==================== block 1
**Block 1: met4 routing**

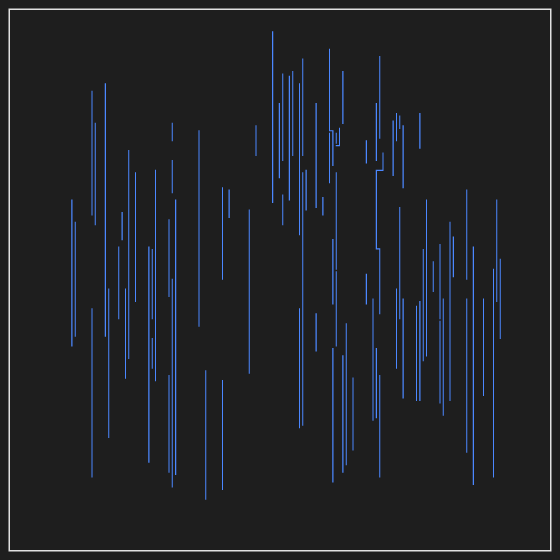

File: config.mk
export PLATFORM = sky130hd
export DESIGN_NAME = axi_memory_reader_flat
export DESIGN_NICKNAME = d
export VERILOG_FILES = /design/src/rtl/axi_memory_reader_pkg.sv /design/src/rtl/memory_read_interface.sv /design/src/rtl/memory_read_burst_calc.sv /design/src/rtl/axi_memory_reader.sv /design/src/flat_wrapper.sv
export SDC_FILE = /design/constraint.sdc
export NUM_CORES = 1
export LEC_CHECK = 0
export ABC_CLOCK_PERIOD_IN_PS = 11800
export CAP_MARGIN = 20
export CORE_UTILIZATION = 51
export DETAILED_ROUTE_END_ITERATION = 12
export GPL_TIMING_DRIVEN = 0
export HOLD_SLACK_MARGIN = 0.08
export PLACE_DENSITY = 0.9
export SLEW_MARGIN = 15
export SYNTH_ARGS = -nofsm -noshare
export SYNTH_HDL_FRONTEND = slang
export SYNTH_SLANG_ARGS = --single-unit
export TNS_END_PERCENT = 100
File: constraint.sdc
create_clock -name clock -period 11.8 [get_ports clock]
set_input_delay 2.95 -clock clock [delete_from_list [all_inputs] [get_ports clock]]
set_output_delay 2.95 -clock clock [all_outputs]
set_load 0.02 [all_outputs]
File: src/rtl/axi_memory_reader_pkg.sv
// axi_memory_reader_pkg: shared AXI constants and engine state type
package axi_memory_reader_pkg;
  localparam logic [1:0] AXI_BURST_INCR = 2'b01;
  localparam logic [1:0] AXI_RESP_OKAY = 2'b00;
  typedef enum logic [1:0] {IDLE, ISSUE, DRAIN, FINISH} state_t;
endpackage

File: src/rtl/memory_read_interface.sv
// memory_read_interface: byte-addressed read command handshake between requester and reader
interface memory_read_interface #(
  parameter int ADDR_WIDTH = 32,
  parameter int LEN_WIDTH = 32
);
  logic [ADDR_WIDTH-1:0] addr;
  logic [LEN_WIDTH-1:0] len;
  logic start;
  logic cont;
  logic busy;
  logic done;
  logic error;
  modport master (output addr, len, start, cont, input busy, done, error);
  modport slave (input addr, len, start, cont, output busy, done, error);
endinterface

File: src/rtl/memory_read_burst_calc.sv
// memory_read_burst_calc: beats for the next burst, min of remaining, max burst and 4 KiB headroom
module memory_read_burst_calc #(
  parameter int LEN_WIDTH = 32,
  parameter int SIZE = 4,
  parameter int MAX_BURST_LEN = 16
) (
  input  logic [11:0]          offset,
  input  logic [LEN_WIDTH-1:0] remaining,
  output logic [8:0]           beats
);
  logic [12:0] to_4k;
  logic [LEN_WIDTH-1:0] cap;
  logic [LEN_WIDTH-1:0] lim;
  always_comb begin
    to_4k = (13'h1000 - {1'b0, offset}) >> SIZE;
    cap = remaining < LEN_WIDTH'(MAX_BURST_LEN) ? remaining : LEN_WIDTH'(MAX_BURST_LEN);
    lim = LEN_WIDTH'(to_4k) < cap ? LEN_WIDTH'(to_4k) : cap;
    beats = lim[8:0];
  end
endmodule

File: src/rtl/axi_memory_reader.sv
// axi_memory_reader: splits read commands into AXI4 INCR bursts and streams returned data
module axi_memory_reader
  import axi_memory_reader_pkg::*;
#(
  parameter int ADDR_WIDTH = 32,
  parameter int DATA_WIDTH = 128,
  parameter int LEN_WIDTH = 32,
  parameter int MAX_BURST_LEN = 16,
  parameter int MAX_OUTSTANDING = 4
) (
  input  logic                  clock,
  input  logic                  reset,
  memory_read_interface.slave   mri,
  output logic [ADDR_WIDTH-1:0] m_axi_araddr,
  output logic [7:0]            m_axi_arlen,
  output logic [2:0]            m_axi_arsize,
  output logic [1:0]            m_axi_arburst,
  output logic                  m_axi_arvalid,
  input  logic                  m_axi_arready,
  input  logic [DATA_WIDTH-1:0] m_axi_rdata,
  input  logic [1:0]            m_axi_rresp,
  input  logic                  m_axi_rlast,
  input  logic                  m_axi_rvalid,
  output logic                  m_axi_rready,
  output logic [DATA_WIDTH-1:0] m_data,
  output logic                  m_valid,
  output logic                  m_last,
  input  logic                  m_ready
);
  localparam int BPB = DATA_WIDTH / 8;
  localparam int SIZE = $clog2(BPB);
  localparam int CW = $clog2(MAX_OUTSTANDING + 1);
  state_t state;
  logic [ADDR_WIDTH-1:0] addr_q, cmd_addr, calc_addr, step;
  logic [LEN_WIDTH-1:0] rem, cmd_beats, calc_rem;
  logic [CW-1:0] outstanding, out_next;
  logic [8:0] beats;
  logic idle, accept, misaligned, ar_hs, r_hs, r_end, can_load, room;
  logic busy, done, error;
  memory_read_burst_calc #(
    .LEN_WIDTH(LEN_WIDTH), .SIZE(SIZE), .MAX_BURST_LEN(MAX_BURST_LEN)
  ) u_calc (
    .offset(calc_addr[11:0]), .remaining(calc_rem), .beats(beats)
  );
  // rem and addr_q advance when an AR is loaded, so they describe what is still to be issued
  always_comb begin
    idle = state == IDLE || state == FINISH;
    accept = idle && (mri.start || mri.cont);
    cmd_addr = mri.start ? mri.addr : addr_q;
    cmd_beats = mri.len >> SIZE;
    misaligned = |(cmd_addr & ADDR_WIDTH'(BPB - 1)) || |(mri.len & LEN_WIDTH'(BPB - 1));
    calc_addr = idle ? cmd_addr : addr_q;
    calc_rem = idle ? cmd_beats : rem;
    step = ADDR_WIDTH'(beats) << SIZE;
    ar_hs = m_axi_arvalid && m_axi_arready;
    r_hs = m_axi_rvalid && m_ready;
    r_end = r_hs && m_axi_rlast;
    out_next = outstanding + CW'(ar_hs) - CW'(r_end);
    room = out_next < CW'(MAX_OUTSTANDING);
    can_load = !m_axi_arvalid || m_axi_arready;
  end
  assign mri.busy = busy;
  assign mri.done = done;
  assign mri.error = error;
  assign m_axi_arsize = 3'(SIZE);
  assign m_axi_arburst = AXI_BURST_INCR;
  assign m_axi_rready = m_ready;
  assign m_data = m_axi_rdata;
  assign m_valid = m_axi_rvalid;
  assign m_last = m_axi_rlast && outstanding == CW'(1) && rem == '0 && !m_axi_arvalid && !idle;
  always_ff @(posedge clock) begin
    if (reset) begin
      state <= IDLE;
      addr_q <= '0;
      rem <= '0;
      outstanding <= '0;
      busy <= 1'b0;
      done <= 1'b0;
      error <= 1'b0;
      m_axi_arvalid <= 1'b0;
      m_axi_araddr <= '0;
      m_axi_arlen <= '0;
    end else begin
      outstanding <= out_next;
      done <= 1'b0;
      if (r_hs && m_axi_rresp != AXI_RESP_OKAY) error <= 1'b1;
      case (state)
        IDLE, FINISH: begin
          state <= IDLE;
          busy <= 1'b0;
          if (accept) begin
            addr_q <= cmd_addr;
            error <= 1'b0;
            if (mri.len == '0) begin
              state <= FINISH;
              done <= 1'b1;
            end else if (misaligned) begin
              state <= FINISH;
              done <= 1'b1;
              error <= 1'b1;
            end else begin
              state <= ISSUE;
              busy <= 1'b1;
              m_axi_arvalid <= 1'b1;
              m_axi_araddr <= cmd_addr;
              m_axi_arlen <= 8'(beats - 9'd1);
              addr_q <= cmd_addr + step;
              rem <= cmd_beats - LEN_WIDTH'(beats);
            end
          end
        end
        ISSUE: if (can_load) begin
          m_axi_arvalid <= rem != '0 && room;
          if (rem != '0 && room) begin
            m_axi_araddr <= addr_q;
            m_axi_arlen <= 8'(beats - 9'd1);
            addr_q <= addr_q + step;
            rem <= rem - LEN_WIDTH'(beats);
          end
          if (rem == '0) state <= DRAIN;
        end
        DRAIN: if (out_next == '0) begin
          state <= FINISH;
          busy <= 1'b0;
          done <= 1'b1;
        end
      endcase
    end
  end
endmodule

File: src/flat_wrapper.sv
// flat-port wrapper written by rule: the top's interface ports become plain ports
module axi_memory_reader_flat import axi_memory_reader_pkg::*;
#(
  parameter int ADDR_WIDTH = 32,
  parameter int DATA_WIDTH = 128,
  parameter int LEN_WIDTH = 32,
  parameter int MAX_BURST_LEN = 16,
  parameter int MAX_OUTSTANDING = 4
)
  (clock, reset, m_axi_araddr, m_axi_arlen, m_axi_arsize, m_axi_arburst, m_axi_arvalid, m_axi_arready, m_axi_rdata, m_axi_rresp, m_axi_rlast, m_axi_rvalid, m_axi_rready, m_data, m_valid, m_last, m_ready, mri_addr, mri_len, mri_start, mri_cont, mri_busy, mri_done, mri_error);
  memory_read_interface #(.ADDR_WIDTH(ADDR_WIDTH), .LEN_WIDTH(LEN_WIDTH)) mri_i ();
  input  logic clock;
  input  logic reset;
  output logic [ADDR_WIDTH-1:0] m_axi_araddr;
  output logic [7:0] m_axi_arlen;
  output logic [2:0] m_axi_arsize;
  output logic [1:0] m_axi_arburst;
  output logic m_axi_arvalid;
  input  logic m_axi_arready;
  input  logic [DATA_WIDTH-1:0] m_axi_rdata;
  input  logic [1:0] m_axi_rresp;
  input  logic m_axi_rlast;
  input  logic m_axi_rvalid;
  output logic m_axi_rready;
  output logic [DATA_WIDTH-1:0] m_data;
  output logic m_valid;
  output logic m_last;
  input  logic m_ready;
  input wire logic [$bits(mri_i.addr)-1:0] mri_addr;
  input wire logic [$bits(mri_i.len)-1:0] mri_len;
  input wire logic [$bits(mri_i.start)-1:0] mri_start;
  input wire logic [$bits(mri_i.cont)-1:0] mri_cont;
  output wire logic [$bits(mri_i.busy)-1:0] mri_busy;
  output wire logic [$bits(mri_i.done)-1:0] mri_done;
  output wire logic [$bits(mri_i.error)-1:0] mri_error;
  assign mri_i.addr = mri_addr;
  assign mri_i.len = mri_len;
  assign mri_i.start = mri_start;
  assign mri_i.cont = mri_cont;
  assign mri_busy = mri_i.busy;
  assign mri_done = mri_i.done;
  assign mri_error = mri_i.error;
  axi_memory_reader #(.ADDR_WIDTH(ADDR_WIDTH), .DATA_WIDTH(DATA_WIDTH), .LEN_WIDTH(LEN_WIDTH), .MAX_BURST_LEN(MAX_BURST_LEN), .MAX_OUTSTANDING(MAX_OUTSTANDING)) u_core (.clock(clock), .reset(reset), .mri(mri_i), .m_axi_araddr(m_axi_araddr), .m_axi_arlen(m_axi_arlen), .m_axi_arsize(m_axi_arsize), .m_axi_arburst(m_axi_arburst), .m_axi_arvalid(m_axi_arvalid), .m_axi_arready(m_axi_arready), .m_axi_rdata(m_axi_rdata), .m_axi_rresp(m_axi_rresp), .m_axi_rlast(m_axi_rlast), .m_axi_rvalid(m_axi_rvalid), .m_axi_rready(m_axi_rready), .m_data(m_data), .m_valid(m_valid), .m_last(m_last), .m_ready(m_ready));
endmodule
==================== block 2
File: src/rtl/forwarding_pkg.sv
// Shared types and helpers for the operand-forwarding / load-use hazard unit.
package forwarding_pkg;

   // Records hold indices zero-extended to this width so one struct serves every REG_INDEX_WIDTH.
   localparam int REG_INDEX_MAX_WIDTH = 8;
   localparam int FWD_SEL_REGFILE     = 0;

   typedef struct packed {
      logic                           valid;
      logic                           write_enable;
      logic [REG_INDEX_MAX_WIDTH-1:0] reg_index;
      logic                           is_load;
   } stage_rec_t;

   function automatic int sel_width(input int num_fwd_stages);
      return (num_fwd_stages < 1) ? 1 : $clog2(num_fwd_stages + 1);
   endfunction

endpackage

File: src/rtl/forwarding_port_match.sv
// Per-read-port priority matcher: youngest matching in-flight writer wins;
// flags a load whose data is not yet available at the winning stage.
module forwarding_port_match
   import forwarding_pkg::*;
#(
   parameter int NUM_FWD_STAGES  = 2,
   parameter int REG_INDEX_WIDTH = 5,
   parameter int LOAD_DATA_STAGE = 1,
   parameter int SEL_WIDTH       = 2
) (
   input  stage_rec_t [NUM_FWD_STAGES-1:0] i_records,
   input  logic                            i_read_enable,
   input  logic [REG_INDEX_WIDTH-1:0]      i_read_index,
   output logic [SEL_WIDTH-1:0]            o_select,
   output logic                            o_load_use
);

   logic [SEL_WIDTH-1:0]           w_hit_sel;
   logic                           w_hit_load;
   logic [REG_INDEX_MAX_WIDTH-1:0] w_read_index;

   assign w_read_index = REG_INDEX_MAX_WIDTH'(i_read_index);

   // Walk oldest to youngest so the youngest match overwrites older ones.
   always_comb begin
      w_hit_sel  = SEL_WIDTH'(FWD_SEL_REGFILE);
      w_hit_load = 1'b0;
      for (int s = NUM_FWD_STAGES - 1; s >= 0; s--) begin
         if (i_read_enable && i_records[s].valid && i_records[s].write_enable &&
             (i_records[s].reg_index != '0) && (i_records[s].reg_index == w_read_index)) begin
            w_hit_sel  = SEL_WIDTH'(NUM_FWD_STAGES - s);
            w_hit_load = i_records[s].is_load && (s < LOAD_DATA_STAGE);
         end
      end
   end

   assign o_load_use = w_hit_load;
   assign o_select   = w_hit_load ? SEL_WIDTH'(FWD_SEL_REGFILE) : w_hit_sel;

endmodule

File: src/rtl/forwarding_scoreboard.sv
// Operand-forwarding and load-use hazard unit: shift pipeline of in-flight
// destination records, per-port forward selects and a single stall request.
module forwarding_scoreboard
   import forwarding_pkg::*;
#(
   parameter  int NUM_READ_PORTS  = 2,
   parameter  int REG_INDEX_WIDTH = 5,
   parameter  int NUM_FWD_STAGES  = 2,
   parameter  int LOAD_DATA_STAGE = 1,
   localparam int SEL_WIDTH       = sel_width(NUM_FWD_STAGES)
) (
   input  logic                                  clk,
   input  logic                                  reset,
   input  logic                                  executeValid,
   input  logic                                  executeWriteEnable,
   input  logic [REG_INDEX_WIDTH-1:0]            executeWriteRegisterIndex,
   input  logic                                  executeIsLoad,
   input  logic [NUM_READ_PORTS-1:0]             executeReadEnable,
   input  logic [NUM_READ_PORTS*REG_INDEX_WIDTH-1:0] executeReadRegisterIndex,
   input  logic                                  flush,
   output logic [NUM_READ_PORTS*SEL_WIDTH-1:0]   forwardSelect,
   output logic                                  stall,
   output logic [NUM_FWD_STAGES-1:0]             stageValid
);

   stage_rec_t [NUM_FWD_STAGES-1:0]      r_stage;
   stage_rec_t                           w_stage0_next;
   logic                                 w_live;
   logic                                 w_accept;
   logic [NUM_READ_PORTS-1:0]            w_load_use;
   logic [NUM_READ_PORTS*SEL_WIDTH-1:0]  w_sel_raw;

   // Flush outranks any hazard: a killed or empty execute slot never stalls or forwards.
   assign w_live   = executeValid && !flush;
   assign stall    = w_live && (|w_load_use);
   assign w_accept = w_live && !(|w_load_use);

   always_comb begin
      w_stage0_next = '0;
      if (w_accept) begin
         w_stage0_next.valid        = 1'b1;
         w_stage0_next.write_enable = executeWriteEnable;
         w_stage0_next.reg_index    = REG_INDEX_MAX_WIDTH'(executeWriteRegisterIndex);
         w_stage0_next.is_load      = executeIsLoad;
      end
   end

   always_ff @(posedge clk) begin
      if (reset) begin
         r_stage <= '0;
      end else begin
         r_stage[0] <= w_stage0_next;
         for (int s = 1; s < NUM_FWD_STAGES; s++) begin
            r_stage[s] <= r_stage[s-1];
         end
      end
   end

   for (genvar p = 0; p < NUM_READ_PORTS; p++) begin : g_port
      forwarding_port_match #(
         .NUM_FWD_STAGES  (NUM_FWD_STAGES),
         .REG_INDEX_WIDTH (REG_INDEX_WIDTH),
         .LOAD_DATA_STAGE (LOAD_DATA_STAGE),
         .SEL_WIDTH       (SEL_WIDTH)
      ) u_match (
         .i_records    (r_stage),
         .i_read_enable(executeReadEnable[p]),
         .i_read_index (executeReadRegisterIndex[p*REG_INDEX_WIDTH +: REG_INDEX_WIDTH]),
         .o_select     (w_sel_raw[p*SEL_WIDTH +: SEL_WIDTH]),
         .o_load_use   (w_load_use[p])
      );
   end

   assign forwardSelect = w_live ? w_sel_raw : '0;

   always_comb begin
      stageValid = '0;
      for (int s = 0; s < NUM_FWD_STAGES; s++) begin
         stageValid[s] = r_stage[s].valid;
      end
   end

endmodule

File: config.mk
export PLATFORM = sky130hd
export DESIGN_NAME = forwarding_scoreboard
export DESIGN_NICKNAME = d
export VERILOG_FILES = /design/src/rtl/forwarding_pkg.sv /design/src/rtl/forwarding_port_match.sv /design/src/rtl/forwarding_scoreboard.sv
export SDC_FILE = /design/constraint.sdc
export NUM_CORES = 1
export LEC_CHECK = 0
export ABC_AREA = 1
export CAP_MARGIN = 20
export CORE_MARGIN = 1
export CORE_UTILIZATION = 48
export CTS_BUF_LIST = sky130_fd_sc_hd__clkbuf_16
export DETAILED_ROUTE_END_ITERATION = 6
export PLACE_DENSITY = 0.85
export SYNTH_ARGS = -nofsm -noshare
export SYNTH_HDL_FRONTEND = slang
export SYNTH_SLANG_ARGS = --single-unit
File: constraint.sdc
create_clock -name clk -period 2.8 [get_ports clk]
set_clock_uncertainty 0.1 [all_clocks]
set_input_delay 0.7 -clock clk [delete_from_list [all_inputs] [get_ports clk]]
set_output_delay 0.7 -clock clk [all_outputs]
set_load 0.02 [all_outputs]
==================== block 3
--- src/rtl/inst_mem_seq_if.sv ---
// Fetch request/response bundle between the PC/fetch stage and the instruction memory.
// Master drives request and address; slave returns ready, a one-cycle valid pulse, word and fault.
interface inst_mem_seq_if #(
    parameter int ADDR_W = 32
);
    logic              fetch_req;
    logic [ADDR_W-1:0] fetch_addr;
    logic              fetch_ready;
    logic              fetch_valid;
    logic [31:0]       fetch_inst;
    logic              fetch_fault;

    modport master (
        output fetch_req,
        output fetch_addr,
        input  fetch_ready,
        input  fetch_valid,
        input  fetch_inst,
        input  fetch_fault
    );

    modport slave (
        input  fetch_req,
        input  fetch_addr,
        output fetch_ready,
        output fetch_valid,
        output fetch_inst,
        output fetch_fault
    );
endinterface

--- src/rtl/inst_mem_seq.sv ---
// Synchronous instruction memory: loadable array, fault checks, optional prefetch buffer (IMEM_PREFETCH_EN).
// Latency WAIT_CYCLES+1 (1 on a prefetch hit); no response backpressure, requests held until fetch_ready.
module inst_mem_seq #(
    parameter int  DEPTH       = 32,
    parameter int  ADDR_W      = 32,
    parameter int  WAIT_CYCLES = 0,
    localparam int IDX_W       = $clog2(DEPTH)
) (
    input  logic             clk,
    input  logic             rst_n,
    inst_mem_seq_if.slave    fif,
    input  logic             i_ld_we,
    input  logic [IDX_W-1:0] i_ld_idx,
    input  logic [31:0]      i_ld_data
);

    typedef enum logic [1:0] {
        S_IDLE = 2'd0,
        S_WAIT = 2'd1,
        S_RESP = 2'd2
    } state_t;

    logic [31:0]       r_mem [DEPTH];
    state_t            r_state;
    logic [3:0]        r_cnt;
    logic [ADDR_W-1:0] r_addr;
    logic              r_valid;
    logic [31:0]       r_inst;
    logic              r_fault;

    logic [IDX_W-1:0]  w_idx;
    logic              w_fault;
    logic [31:0]       w_word;
    logic              w_hit;

    // Anything above the top word index is out of range, so test the high bits directly.
    assign w_idx   = r_addr[IDX_W+1:2];
    assign w_fault = (r_addr[1:0] != 2'b00) || ((r_addr >> (IDX_W + 2)) != '0);

`ifdef IMEM_PREFETCH_EN
    logic              r_pf_vld;
    logic [IDX_W-1:0]  r_pf_tag;
    logic [31:0]       r_pf_word;
    logic              r_hit;

    logic [IDX_W-1:0]  w_req_idx;
    logic              w_req_ok;
    logic [IDX_W-1:0]  w_nidx;
    logic              w_cap;

    assign w_req_idx = fif.fetch_addr[IDX_W+1:2];
    assign w_req_ok  = (fif.fetch_addr[1:0] == 2'b00) &&
                       ((fif.fetch_addr >> (IDX_W + 2)) == '0);
    // A load to the tagged word in the acceptance cycle must not be served stale.
    assign w_hit     = r_pf_vld && w_req_ok && (w_req_idx == r_pf_tag) &&
                       !(i_ld_we && (i_ld_idx == r_pf_tag));
    assign w_nidx    = w_idx + {{(IDX_W-1){1'b0}}, 1'b1};
    assign w_cap     = (r_state == S_RESP) && !w_fault && (w_idx != IDX_W'(DEPTH - 1));
    assign w_word    = r_hit ? r_pf_word : r_mem[w_idx];
`else
    assign w_hit     = 1'b0;
    assign w_word    = r_mem[w_idx];
`endif

    // Array is deliberately unreset; reads elsewhere see the pre-write word on a same-edge load.
    always_ff @(posedge clk) begin
        if (i_ld_we) begin
            r_mem[i_ld_idx] <= i_ld_data;
        end
    end

    always_ff @(posedge clk or negedge rst_n) begin
        if (!rst_n) begin
            r_state <= S_IDLE;
            r_cnt   <= 4'd0;
            r_addr  <= '0;
            r_valid <= 1'b0;
            r_inst  <= 32'h0000_0000;
            r_fault <= 1'b0;
`ifdef IMEM_PREFETCH_EN
            r_hit   <= 1'b0;
`endif
        end else begin
            r_valid <= 1'b0;
            case (r_state)
                S_IDLE: begin
                    if (fif.fetch_req) begin
                        r_addr <= fif.fetch_addr;
`ifdef IMEM_PREFETCH_EN
                        r_hit  <= w_hit;
`endif
                        if (w_hit || (WAIT_CYCLES == 0)) begin
                            r_state <= S_RESP;
                        end else begin
                            r_cnt   <= 4'(WAIT_CYCLES - 1);
                            r_state <= S_WAIT;
                        end
                    end
                end
                S_WAIT: begin
                    if (r_cnt == 4'd0) begin
                        r_state <= S_RESP;
                    end else begin
                        r_cnt <= r_cnt - 4'd1;
                    end
                end
                S_RESP: begin
                    r_valid <= 1'b1;
                    r_fault <= w_fault;
                    r_inst  <= w_fault ? 32'h0000_0000 : w_word;
                    r_state <= S_IDLE;
`ifdef IMEM_PREFETCH_EN
                    r_hit   <= 1'b0;
`endif
                end
                default: begin
                    r_state <= S_IDLE;
                end
            endcase
        end
    end

`ifdef IMEM_PREFETCH_EN
    // Capture the next sequential word on each good response; any load to the tag kills it.
    always_ff @(posedge clk or negedge rst_n) begin
        if (!rst_n) begin
            r_pf_vld  <= 1'b0;
            r_pf_tag  <= '0;
            r_pf_word <= 32'h0000_0000;
        end else if ((r_state == S_RESP) && w_fault) begin
            r_pf_vld  <= 1'b0;
        end else if (w_cap) begin
            r_pf_vld  <= !(i_ld_we && (i_ld_idx == w_nidx));
            r_pf_tag  <= w_nidx;
            r_pf_word <= r_mem[w_nidx];
        end else if (i_ld_we && (i_ld_idx == r_pf_tag)) begin
            r_pf_vld  <= 1'b0;
        end
    end
`endif

    assign fif.fetch_ready = (r_state == S_IDLE);
    assign fif.fetch_valid = r_valid;
    assign fif.fetch_inst  = r_inst;
    assign fif.fetch_fault = r_fault;

endmodule
--- src/flat_wrapper.sv ---
// flat-port wrapper written by rule: the top's interface ports become plain ports
module inst_mem_seq_flat 
#(
    parameter int  DEPTH       = 32,
    parameter int  ADDR_W      = 32,
    parameter int  WAIT_CYCLES = 0,
    localparam int IDX_W       = $clog2(DEPTH)
)
  (clk, rst_n, i_ld_we, i_ld_idx, i_ld_data, fif_fetch_req, fif_fetch_addr, fif_fetch_ready, fif_fetch_valid, fif_fetch_inst, fif_fetch_fault);
  inst_mem_seq_if #(.ADDR_W(ADDR_W)) fif_i ();
  input  logic clk;
  input  logic rst_n;
  input  logic i_ld_we;
  input  logic [IDX_W-1:0] i_ld_idx;
  input  logic [31:0] i_ld_data;
  input wire logic [$bits(fif_i.fetch_req)-1:0] fif_fetch_req;
  input wire logic [$bits(fif_i.fetch_addr)-1:0] fif_fetch_addr;
  output wire logic [$bits(fif_i.fetch_ready)-1:0] fif_fetch_ready;
  output wire logic [$bits(fif_i.fetch_valid)-1:0] fif_fetch_valid;
  output wire logic [$bits(fif_i.fetch_inst)-1:0] fif_fetch_inst;
  output wire logic [$bits(fif_i.fetch_fault)-1:0] fif_fetch_fault;
  assign fif_i.fetch_req = fif_fetch_req;
  assign fif_i.fetch_addr = fif_fetch_addr;
  assign fif_fetch_ready = fif_i.fetch_ready;
  assign fif_fetch_valid = fif_i.fetch_valid;
  assign fif_fetch_inst = fif_i.fetch_inst;
  assign fif_fetch_fault = fif_i.fetch_fault;
  inst_mem_seq #(.DEPTH(DEPTH), .ADDR_W(ADDR_W), .WAIT_CYCLES(WAIT_CYCLES)) u_core (.clk(clk), .rst_n(rst_n), .fif(fif_i), .i_ld_we(i_ld_we), .i_ld_idx(i_ld_idx), .i_ld_data(i_ld_data));
endmodule
--- config.mk ---
export PLATFORM = sky130hd
export DESIGN_NAME = inst_mem_seq_flat
export DESIGN_NICKNAME = d
export VERILOG_FILES = /design/src/rtl/inst_mem_seq_if.sv /design/src/rtl/inst_mem_seq.sv /design/src/flat_wrapper.sv
export SDC_FILE = /design/constraint.sdc
export NUM_CORES = 1
export LEC_CHECK = 0
export CAP_MARGIN = 20
export CORE_MARGIN = 4
export CORE_UTILIZATION = 45
export CTS_CLUSTER_DIAMETER = 40
export DETAILED_ROUTE_END_ITERATION = 8
export SYNTH_ARGS = -nofsm -noshare
export SYNTH_HDL_FRONTEND = slang
export SYNTH_SLANG_ARGS = --single-unit
--- constraint.sdc ---
create_clock -name clk -period 2.9 [get_ports clk]
set_input_delay 0.435 -clock clk [delete_from_list [all_inputs] [get_ports clk]]
set_output_delay 0.435 -clock clk [all_outputs]
set_load 0.01 [all_outputs]
==================== block 4
--- src/rtl/stepper_seq_ctrl_pkg.sv ---
// Shared types and constants for the 4-coil stepper sequencer.
// Coil bit order: bit0=A, bit1=B, bit2=A', bit3=B'.
package stepper_pkg;

    typedef enum logic [1:0] {
        MODE_WAVE = 2'b00,
        MODE_FULL = 2'b01,
        MODE_HALF = 2'b10,
        MODE_RSVD = 2'b11
    } mode_e;

    typedef enum logic {
        S_IDLE = 1'b0,
        S_RUN  = 1'b1
    } state_e;

    localparam int unsigned MIN_PERIOD = 2;

    // idx 0..7: A, AB, B, BA', A', A'B', B', B'A
    localparam logic [3:0] PHASE_TABLE [8] = '{
        4'b0001, 4'b0011, 4'b0010, 4'b0110,
        4'b0100, 4'b1100, 4'b1000, 4'b1001
    };

    // Wave sits on even (single-coil) entries, full on odd (two-coil) entries;
    // the reserved mode behaves as full.
    function automatic logic [2:0] next_idx(input logic [2:0] idx,
                                            input logic       dir,
                                            input mode_e      mode);
        logic [2:0] n;
        if (mode == MODE_HALF) begin
            n = dir ? idx + 3'd1 : idx - 3'd1;
        end else begin
            n    = dir ? idx + 3'd2 : idx - 3'd2;
            n[0] = (mode != MODE_WAVE);
        end
        return n;
    endfunction

endpackage

--- src/rtl/stepper_seq_ctrl_if.sv ---
// Command handshake between the register slave (master side) and the sequencer (slave side).
interface stepper_seq_ctrl_if #(
    parameter int unsigned DIV_W  = 32,
    parameter int unsigned STEP_W = 16
);
    logic              cmd_valid;
    logic              cmd_ready;
    logic [STEP_W-1:0] cmd_steps;
    logic              cmd_dir;
    logic [1:0]        cmd_mode;
    logic [DIV_W-1:0]  cmd_period;

    modport master (
        output cmd_valid, cmd_steps, cmd_dir, cmd_mode, cmd_period,
        input  cmd_ready
    );

    modport slave (
        input  cmd_valid, cmd_steps, cmd_dir, cmd_mode, cmd_period,
        output cmd_ready
    );
endinterface

--- src/rtl/stepper_seq_ctrl_step_tick_gen.sv ---
// Step-period divider: counts 0..period-1 while enabled and flags the last count.
module step_tick_gen #(
    parameter int unsigned DIV_W = 32
) (
    input  logic             clk_i,
    input  logic             rst_i,
    input  logic             clear_i,
    input  logic             en_i,
    input  logic [DIV_W-1:0] period_i,
    output logic             tick_o
);
    localparam logic [DIV_W-1:0] ONE = DIV_W'(1);

    logic [DIV_W-1:0] cnt_q;

    assign tick_o = en_i && !clear_i && (cnt_q == period_i - ONE);

    always_ff @(posedge clk_i or posedge rst_i) begin
        if (rst_i) begin
            cnt_q <= '0;
        end else if (clear_i) begin
            cnt_q <= '0;
        end else if (en_i) begin
            cnt_q <= tick_o ? '0 : cnt_q + ONE;
        end
    end
endmodule

--- src/rtl/stepper_seq_ctrl.sv ---
// 4-coil stepper sequencer: runs a commanded number of steps at a programmable period
// in wave/full/half mode, with abort, holding torque and a wrapping signed position.
module stepper_seq_ctrl
    import stepper_pkg::*;
#(
    parameter int unsigned DIV_W  = 32,
    parameter int unsigned STEP_W = 16,
    parameter int unsigned POS_W  = 24
) (
    input  logic                    clock_clk,
    input  logic                    reset_reset,
    stepper_seq_ctrl_if.slave       cmd,
    input  logic                    abort,
    input  logic                    hold_en,
    output logic [3:0]              coil_en,
    output logic [1:0]              bridge_en,
    output logic                    busy,
    output logic                    done,
    output logic signed [POS_W-1:0] position
);
    localparam logic [DIV_W-1:0]  MIN_P    = DIV_W'(MIN_PERIOD);
    localparam logic [STEP_W-1:0] STEP_ONE = STEP_W'(1);
    localparam logic [POS_W-1:0]  POS_ONE  = POS_W'(1);

    state_e            state_q;
    mode_e             mode_q;
    logic              dir_q;
    logic [2:0]        idx_q;
    logic [POS_W-1:0]  pos_q;
    logic [STEP_W-1:0] steps_left_q;
    logic [DIV_W-1:0]  period_q;
    logic              ready_q;
    logic              busy_q;
    logic              done_q;
    logic [3:0]        coil_q;
    logic [1:0]        bridge_q;

    logic       accept;
    logic       tick;
    logic       finish;
    logic       step_now;
    logic       run_d;
    logic [2:0] idx_d;

    assign accept   = (state_q == S_IDLE) && ready_q && cmd.cmd_valid;
    // An empty steps_left in RUN is the one-cycle tail after the final step.
    assign finish   = (state_q == S_RUN) && (abort || (steps_left_q == '0));
    assign step_now = (state_q == S_RUN) && !finish && tick;
    assign run_d    = (state_q == S_IDLE) ? (accept && (cmd.cmd_steps != '0)) : !finish;
    assign idx_d    = step_now ? next_idx(idx_q, dir_q, mode_q) : idx_q;

    step_tick_gen #(.DIV_W(DIV_W)) u_tick (
        .clk_i    (clock_clk),
        .rst_i    (reset_reset),
        .clear_i  (accept),
        .en_i     (state_q == S_RUN),
        .period_i (period_q),
        .tick_o   (tick)
    );

    always_ff @(posedge clock_clk or posedge reset_reset) begin
        if (reset_reset) begin
            state_q      <= S_IDLE;
            mode_q       <= MODE_WAVE;
            dir_q        <= 1'b0;
            idx_q        <= '0;
            pos_q        <= '0;
            steps_left_q <= '0;
            period_q     <= MIN_P;
            ready_q      <= 1'b0;
            busy_q       <= 1'b0;
            done_q       <= 1'b0;
            coil_q       <= '0;
            bridge_q     <= '0;
        end else begin
            done_q <= 1'b0;
            case (state_q)
                S_IDLE: begin
                    if (accept) begin
                        steps_left_q <= cmd.cmd_steps;
                        dir_q        <= cmd.cmd_dir;
                        mode_q       <= mode_e'(cmd.cmd_mode);
                        period_q     <= (cmd.cmd_period < MIN_P) ? MIN_P : cmd.cmd_period;
                        if (cmd.cmd_steps == '0) begin
                            done_q <= 1'b1;
                        end else begin
                            state_q <= S_RUN;
                        end
                    end
                end
                S_RUN: begin
                    if (finish) begin
                        state_q <= S_IDLE;
                        done_q  <= 1'b1;
                    end else if (step_now) begin
                        pos_q        <= dir_q ? pos_q + POS_ONE : pos_q - POS_ONE;
                        steps_left_q <= steps_left_q - STEP_ONE;
                    end
                end
                default: state_q <= S_IDLE;
            endcase

            idx_q    <= idx_d;
            ready_q  <= !run_d;
            busy_q   <= run_d;
            coil_q   <= (run_d || hold_en) ? PHASE_TABLE[idx_d] : '0;
            bridge_q <= (run_d || hold_en) ? 2'b11 : 2'b00;
        end
    end

    assign cmd.cmd_ready = ready_q;
    assign coil_en       = coil_q;
    assign bridge_en     = bridge_q;
    assign busy          = busy_q;
    assign done          = done_q;
    assign position      = pos_q;
endmodule

--- src/flat_wrapper.sv ---
// flat-port wrapper written by rule: the top's interface ports become plain ports
module stepper_seq_ctrl_flat import stepper_pkg::*;
#(
    parameter int unsigned DIV_W  = 32,
    parameter int unsigned STEP_W = 16,
    parameter int unsigned POS_W  = 24
)
  (clock_clk, reset_reset, abort, hold_en, coil_en, bridge_en, busy, done, position, cmd_cmd_valid, cmd_cmd_steps, cmd_cmd_dir, cmd_cmd_mode, cmd_cmd_period, cmd_cmd_ready);
  stepper_seq_ctrl_if #(.DIV_W(DIV_W), .STEP_W(STEP_W)) cmd_i ();
  input  logic clock_clk;
  input  logic reset_reset;
  input  logic abort;
  input  logic hold_en;
  output logic [3:0] coil_en;
  output logic [1:0] bridge_en;
  output logic busy;
  output logic done;
  output logic signed [POS_W-1:0] position;
  input wire logic [$bits(cmd_i.cmd_valid)-1:0] cmd_cmd_valid;
  input wire logic [$bits(cmd_i.cmd_steps)-1:0] cmd_cmd_steps;
  input wire logic [$bits(cmd_i.cmd_dir)-1:0] cmd_cmd_dir;
  input wire logic [$bits(cmd_i.cmd_mode)-1:0] cmd_cmd_mode;
  input wire logic [$bits(cmd_i.cmd_period)-1:0] cmd_cmd_period;
  output wire logic [$bits(cmd_i.cmd_ready)-1:0] cmd_cmd_ready;
  assign cmd_i.cmd_valid = cmd_cmd_valid;
  assign cmd_i.cmd_steps = cmd_cmd_steps;
  assign cmd_i.cmd_dir = cmd_cmd_dir;
  assign cmd_i.cmd_mode = cmd_cmd_mode;
  assign cmd_i.cmd_period = cmd_cmd_period;
  assign cmd_cmd_ready = cmd_i.cmd_ready;
  stepper_seq_ctrl #(.DIV_W(DIV_W), .STEP_W(STEP_W), .POS_W(POS_W)) u_core (.clock_clk(clock_clk), .reset_reset(reset_reset), .cmd(cmd_i), .abort(abort), .hold_en(hold_en), .coil_en(coil_en), .bridge_en(bridge_en), .busy(busy), .done(done), .position(position));
endmodule
--- config.mk ---
export PLATFORM = sky130hd
export DESIGN_NAME = stepper_seq_ctrl_flat
export DESIGN_NICKNAME = d
export VERILOG_FILES = /design/src/rtl/stepper_seq_ctrl_pkg.sv /design/src/rtl/stepper_seq_ctrl_if.sv /design/src/rtl/stepper_seq_ctrl_step_tick_gen.sv /design/src/rtl/stepper_seq_ctrl.sv /design/src/flat_wrapper.sv
export SDC_FILE = /design/constraint.sdc
export NUM_CORES = 1
export LEC_CHECK = 0
export CORE_MARGIN = 4
export CORE_UTILIZATION = 30
export CTS_BUF_LIST = sky130_fd_sc_hd__clkbuf_8
export CTS_CLUSTER_SIZE = 8
export DETAILED_ROUTE_END_ITERATION = 16
export SYNTH_ARGS = -nofsm -noshare
export SYNTH_HDL_FRONTEND = slang
export SYNTH_SLANG_ARGS = --single-unit
--- constraint.sdc ---
create_clock -name clock_clk -period 9.9 [get_ports clock_clk]
set_input_delay 1.98 -clock clock_clk [delete_from_list [all_inputs] [get_ports clock_clk]]
set_output_delay 1.98 -clock clock_clk [all_outputs]
set_load 0.02 [all_outputs]
**Block 3: the clock network**

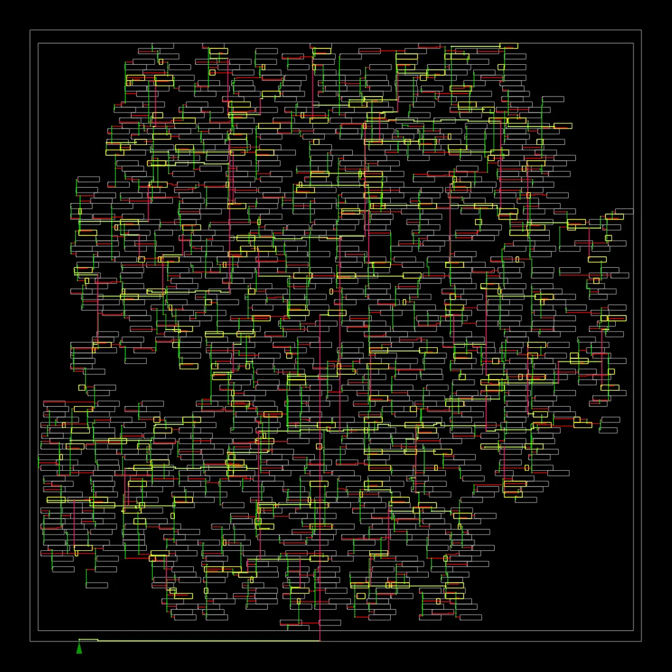
number of sequential cells: 1,091
CLK BUF: 160

==> flow_summary.yaml, block 3 <==
# generated from flow reports
hold_path:
  min_path_type: "in -> async"
sta:
  post-route-period-util: 0.835
  rsz0062_at_grt: "no"
  clock.fmax_mhz: 413
  setup_viol: 0
  fin_skew_ns: 0.0371
  whs_ns: 0.254
  tightestPinTransition_ns: 1.03
  fin_tns_setup_ns: 0
  setup_slack_ns: 0.477
  final-max-slew-violation-count: 0
finish:
  regMostFlops: "u_core.r_mem"
  seq_share: 0.650
  final_util: 0.550
  fillers: 6623
  comb.multi_input.count: 575
  most-common-layout-cells: "edfxtp_1, mux4_2, clkbuf_16"
  drive_gt1_frac: 0.331
  n_all_inverters: 2
  largest_reg_flops: 1024
power_and_ir_drop:
  sw_frac_of_total: 0.226
  power.internal_mw: 29.3
  comb_power_share: 0.089
  p_clk_frac: 0.445
  p_sw_mw: 8.54
  p_leak_nw: 15.9
  seqPwrFrac: 0.466
clocking:
  cts_buffers: 138
  cts_tree: "done"
  clkLatencyLatePin_ns: 0.74
  clk_path_buf_depth: 3
placement:
  place_congestion: 0.749
  place_area_um2: 45300
logic_synthesis:
  yosys-top-cells-area: "edfxtp_1, mux4_2, dfrtp_1, mux2_2, o311ai_1"
  ys_types: 32
  syn_avg_cell_area_um2: 23.4
  ys_seq_share: 0.783
  yosys_register_bits: 1091
  synth_area_um2: 41400
  top_area_frac: 0.743
  yosysWarnings: 0
  synth_stat.cells: 1770
  ys_sh_aoi: 0.0154
  synth-adder-area-share: 0
  simple_gate_share: 0.0210
  edf_count: 1024
drt:
  wl_per_cell_um: 30.0
  met1_length_um: 42100
  drc_errors: 0
  met2_wirelength_um: 49000
  drtAntennaViolNets: 0
  routed_wl_um: 100000
  top_layer_used: "met5"
setup_path:
  arrival_ns: 3.00
  worst-path-buf-inv: 1
  cp_top_family: "multiplexers"
  path_cells: "buf_4, mux4_2, mux4_2, nand4b_1, o311ai_1"
  crit_type: "reg -> reg"
  setup.worst_path.start: "u_core.r_addr[2]"
  r2r_start: "u_core.r_addr[2]"
grt:
  grt_util_met2: 0.330
  grt_pass1_wl_um: 146000
  track_usage: 0.208
job:
  tool_warnings: 27
floorplan:
  rows: 110
run_status:
  outcome: "finished clean"
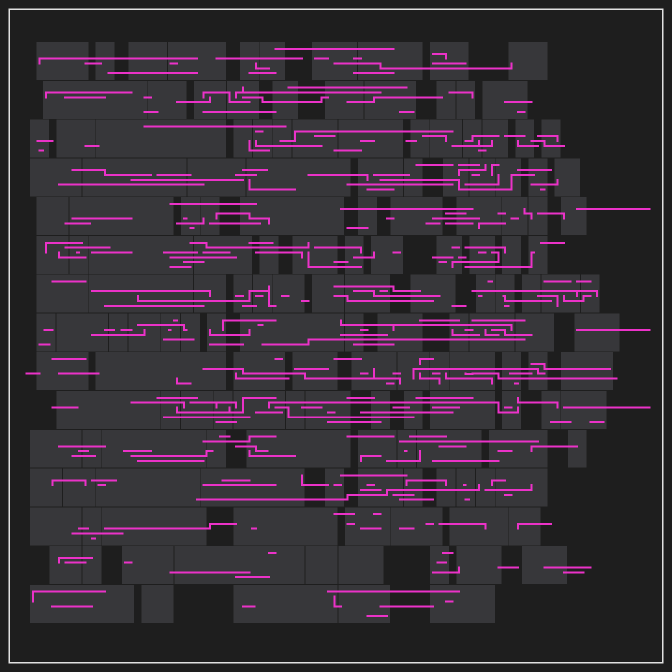
**Above:** block 2 (the metal 1 layer).
nets with wire on the layer	168
longest straight run	16.1 um
share of all routed wire	37%
M1 GR Usage: 0.230
DR vias: 873

==> flow_summary.yaml, block 2 <==
# generated from flow reports
drt:
  drtAntennaViolNets: 0
  met2_wirelength_um: 1330
  routed_wl_um: 2370
  met1_length_um: 872
clocking:
  clk_pin_slew_ns: 0.05
  cts_tree: "done"
  clkLatencyLatePin_ns: 0.25
  cts_setup_buffers: 0
  clkSinkCount: 15
power_and_ir_drop:
  seq_cell_power_uw: 224
  comb_power_share: 0.150
  p_comb_uw: 89.3
  p_leak_nw: 0.686
  p_sw_uw: 137
  sw_frac_of_total: 0.230
  powerDensity_nw_per_um2: 437
  p_total_uw: 595
  p_clk_frac: 0.473
placement:
  portBuffers: 29
  dp.cells: 184
  place_area_um2: 1270
finish:
  largest_reg_flops: 13
  ff_latch_area_um2: 300
  seq_share: 0.220
  n_clock_buffer: 3
  n_all_inverters: 28
  buffers: 35
  fin_area_um2: 1360
  most-common-layout-cells: "inv_1, nor2_1, dfxtp_1"
  clk_share: 0.0606
  comb.multi_input.count: 81
  dominant_cells: "logic gates"
  synthToLayoutAreaGrowth_pct: 48.4
floorplan:
  fp_util: 0.521
  core_um2: 1760
  die_h_um: 45.7
setup_path:
  crit_slowest_cell: "clkdlybuf4s50_1"
  cp-start-kind: "primary input"
  critical_path.endpoint: "stall"
  reg2reg_slack_ns: 1.29
  crit_type: "in -> out"
  path_cells: "clkdlybuf4s50_1, inv_1, nand2_1, nand2_1, nand2_1, nor2_4, nand2_2, nand2_2, nand2_4, nor2_4, buf_6"
  r2r_cells: 10
  cp-end-kind: "output port"
  worst-path-buf-inv: 3
logic_synthesis:
  top_area_frac: 0.327
  syn_avg_cell_area_um2: 7.23
  ys_seq_share: 0.327
  synth_area_um2: 918
  ys_area_um2: 918
  top_area_cell: "dfxtp_1"
  yosysWarnings: 0
  syn_nets: 150
  synth-adder-area-share: 0
  ys_types: 23
  top_cells_by_count: "inv_1, nor2_1, dfxtp_1, nand2_1, xnor2_1"
hold_path:
  min_path_type: "reg -> reg"
sta:
  post-route-period-util: 0.988
  setup_slack_ns: 0.0329
  rsz0062_at_grt: "yes"
  fin_crit_ns: 2.77
grt:
  grt_pass1_vias: 862
  track_usage: 0.249
  antenna_found_initial: 0
run_status:
  outcome: "finished clean"
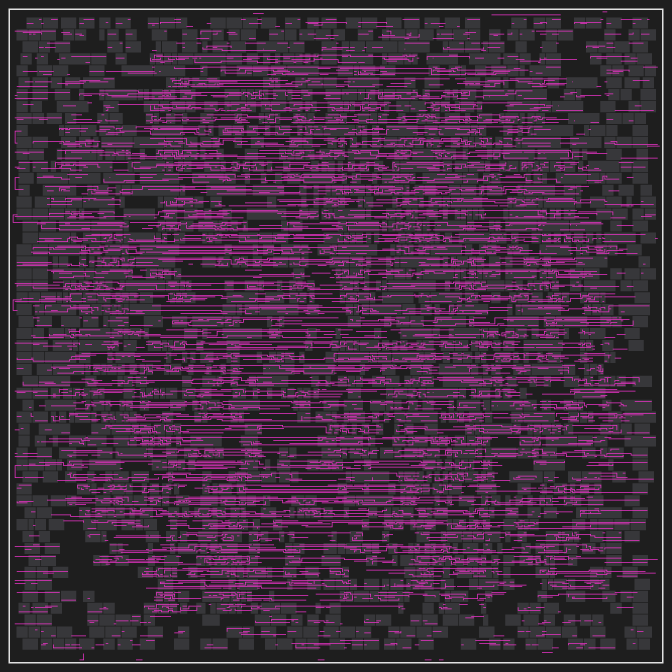
**Above:** block 1 (the metal 1 layer).
share of all routed wire	38%
nets with wire on the layer	1,770
longest straight run	57.5 um
main direction	horizontal
Routed WL: 44,400 um
M1 GR Usage: 0.496

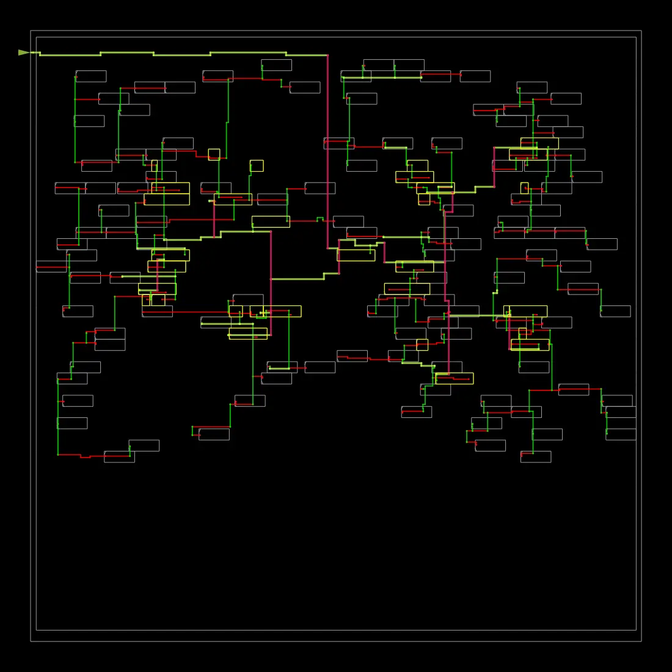
**Above:** block 1 (the clock network).
number of sequential cells: 113
CLK BUF: 20

About 'met4 routing' of block 1:
share of all routed wire	5.6%
longest straight run	75.5 um
nets with wire on the layer	68
wire length on this layer	2,460 um
DR vias: 12.9k

==> flow_summary.yaml, block 1 <==
# generated from flow reports
run_status:
  outcome: "finished clean"
clocking:
  clkSinkCount: 113
  cts_setup_buffers: 0
  clk_path_buf_depth: 2
  cts_tree: "done"
sta:
  relSlewSlack: 0.260
  fin_skew_ns: 0.00805
  tightestPinTransition_ns: 1.11
  fin_tns_setup_ns: 0
  fin_crit_ns: 10.64
grt:
  busiest_layer: "met2"
  track_usage: 0.392
  grt_pass1_wl_um: 65900
setup_path:
  crit_type: "in -> reg"
  crit_cells: 30
  crit_fanout: 10
  cp_top_family: "AND-OR/OR-AND gates"
finish:
  drive_gt1_frac: 0.130
  fin_area_um2: 14400
  bufAreaShareNonClock: 0.266
  final_util: 0.683
  buffers: 466
power_and_ir_drop:
  p_clk_frac: 0.109
  powerDensity_nw_per_um2: 332
  power.group.top: "combinational logic"
  sw_frac_of_total: 0.567
logic_synthesis:
  ys_area_um2: 10900
  top_cells_by_count: "nand2_1, buf_4, nor2_1, dfxtp_1, a21oi_1"
  synth_stat.cells: 1490
  yosysWarnings: 0
  top_area_cell: "dfxtp_1"
  ys_sh_aoi: 0.240
  ys_sh_xor: 0.0640
hold_path:
  hp-start: "u_core.m_axi_araddr[25]"
  min_path_type: "reg -> reg"
drt:
  viasPerCell: 6.31
  met3_length_um: 6060
  drtAntennaViolNets: 0
  met2_wirelength_um: 19100
floorplan:
  io-pin-count: 382
  die-area_um2: 22000
  core_um2: 21000
  tapCellCount: 275
placement:
  place_congestion: 1.01
  place_area_um2: 13800
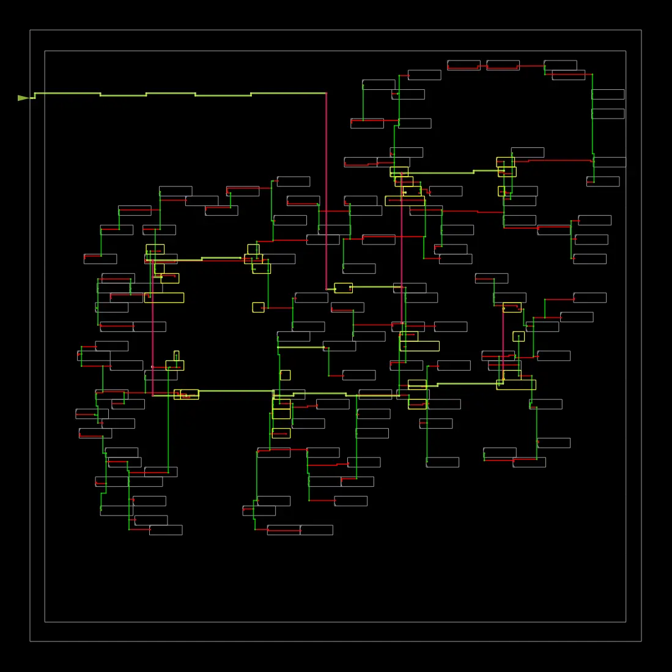
**Above:** block 4 (the clock network).
CLK BUF: 20
TritonCTS Buffers: 17
# clock sinks: 118

==> flow_summary.yaml, block 4 <==
# generated from flow reports
setup_path:
  reg2reg_slack_ns: 5.48
  arrival_ns: 4.75
  r2r_cells: 10
  worst-path-buf-inv: 1
  crit_cells: 10
finish:
  layout_top_cell: "nand2_1"
  drive_gt1_frac: 0.0575
  mi_logic_area_um2: 4820
  final_util: 0.370
  synthToLayoutAreaGrowth_pct: 20.4
drt:
  viasPerCell: 5.26
  routed_wl_um: 21300
sta:
  relSlewSlack: 0.236
  clock.fmax_mhz: 226
grt:
  gr-usage-met3: 0.0290
  busiest_layer: "met2"
logic_synthesis:
  top_cells_by_count: "nand2_1, dfrtp_1, o21ai_0, nor2_1, xnor2_1"
  syn_nets: 1046
  synth-async-reset-ratio: 1.00
  yosys-top-cells-area: "dfrtp_1, nand2_1, xnor2_1, ha_1, o21ai_0"
  ys_seq_share: 0.367
  ys_types: 73
  synth-adder-area-share: 0.0438
run_status:
  outcome: "finished clean"
power_and_ir_drop:
  seqPwrFrac: 0.337
floorplan:
  die-area_um2: 29500
clocking:
  cts_root_buf: "clkbuf_8"
hold_path:
  holdPathStages: 1

==> layout pictures side by side <==
Metal 3.
(a)
Scale bar: 50 um.
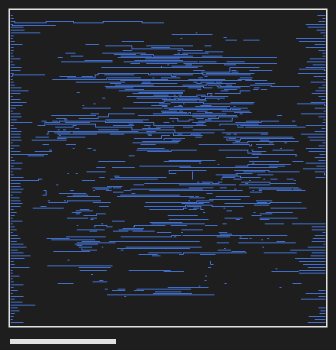
(b)
Scale bar: 100 um.
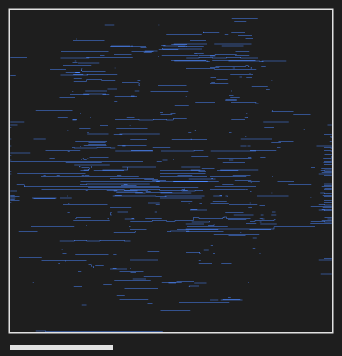
(c)
Scale bar: 50 um.
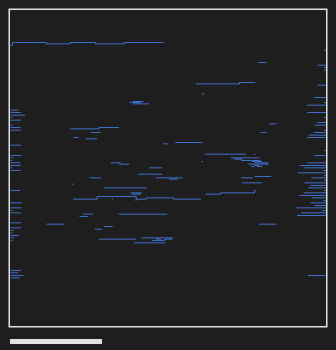
(d)
Scale bar: 10 um.
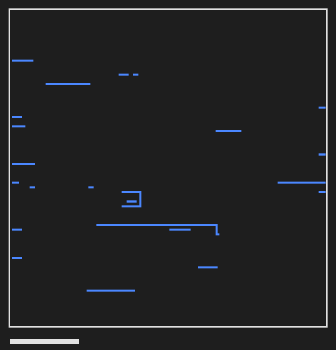
(c) -> block 4
(a) -> block 1
(b) -> block 3
(d) -> block 2
- largest die: (b)
- smallest die: (d)

Key to (b):
wire length on this layer	7,050 um
share of all routed wire	7.0%
longest straight run	130 um
main direction	horizontal



==> screenshots <==
The metal 2 layer.
Plate I
Scale bar: 50 um.
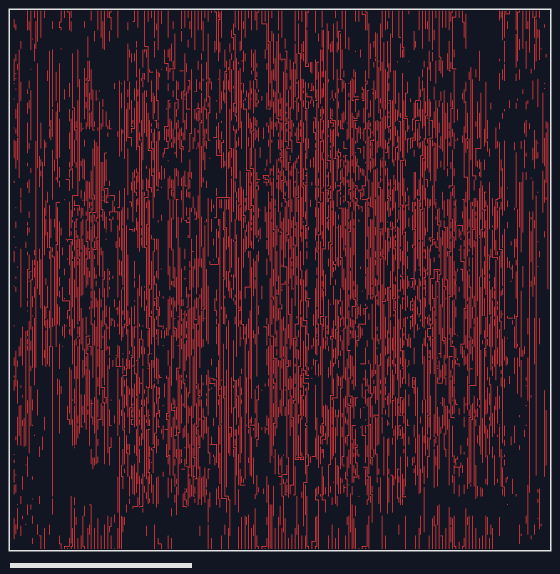
Plate II
Scale bar: 50 um.
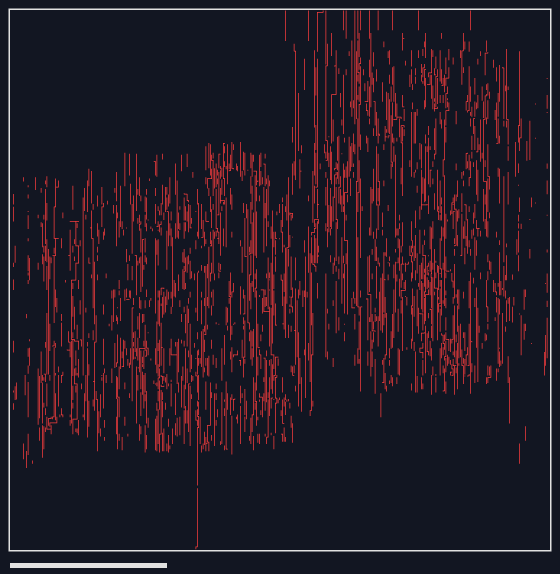
Plate III
Scale bar: 10 um.
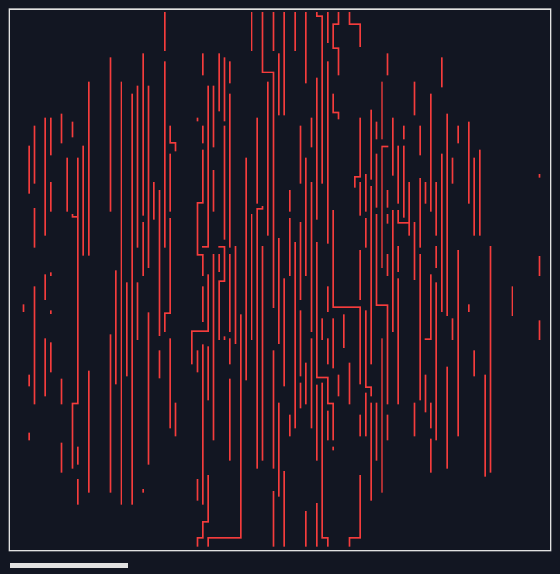
Plate IV
Scale bar: 100 um.
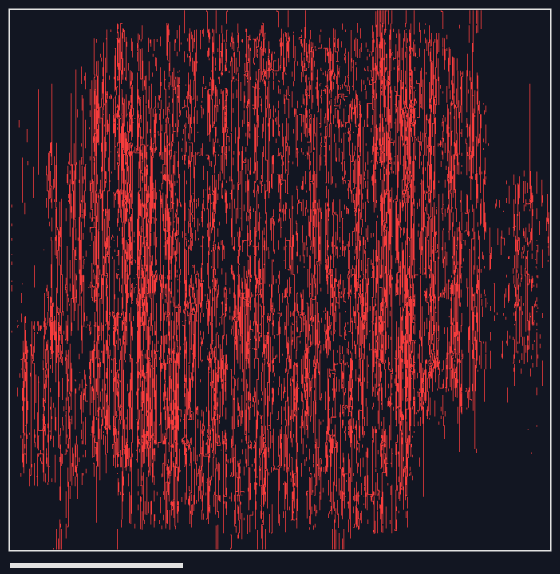
block 3 -> Plate IV
block 2 -> Plate III
block 1 -> Plate I
block 4 -> Plate II
The one with the largest die is Plate IV.
The one with the smallest die is Plate III.

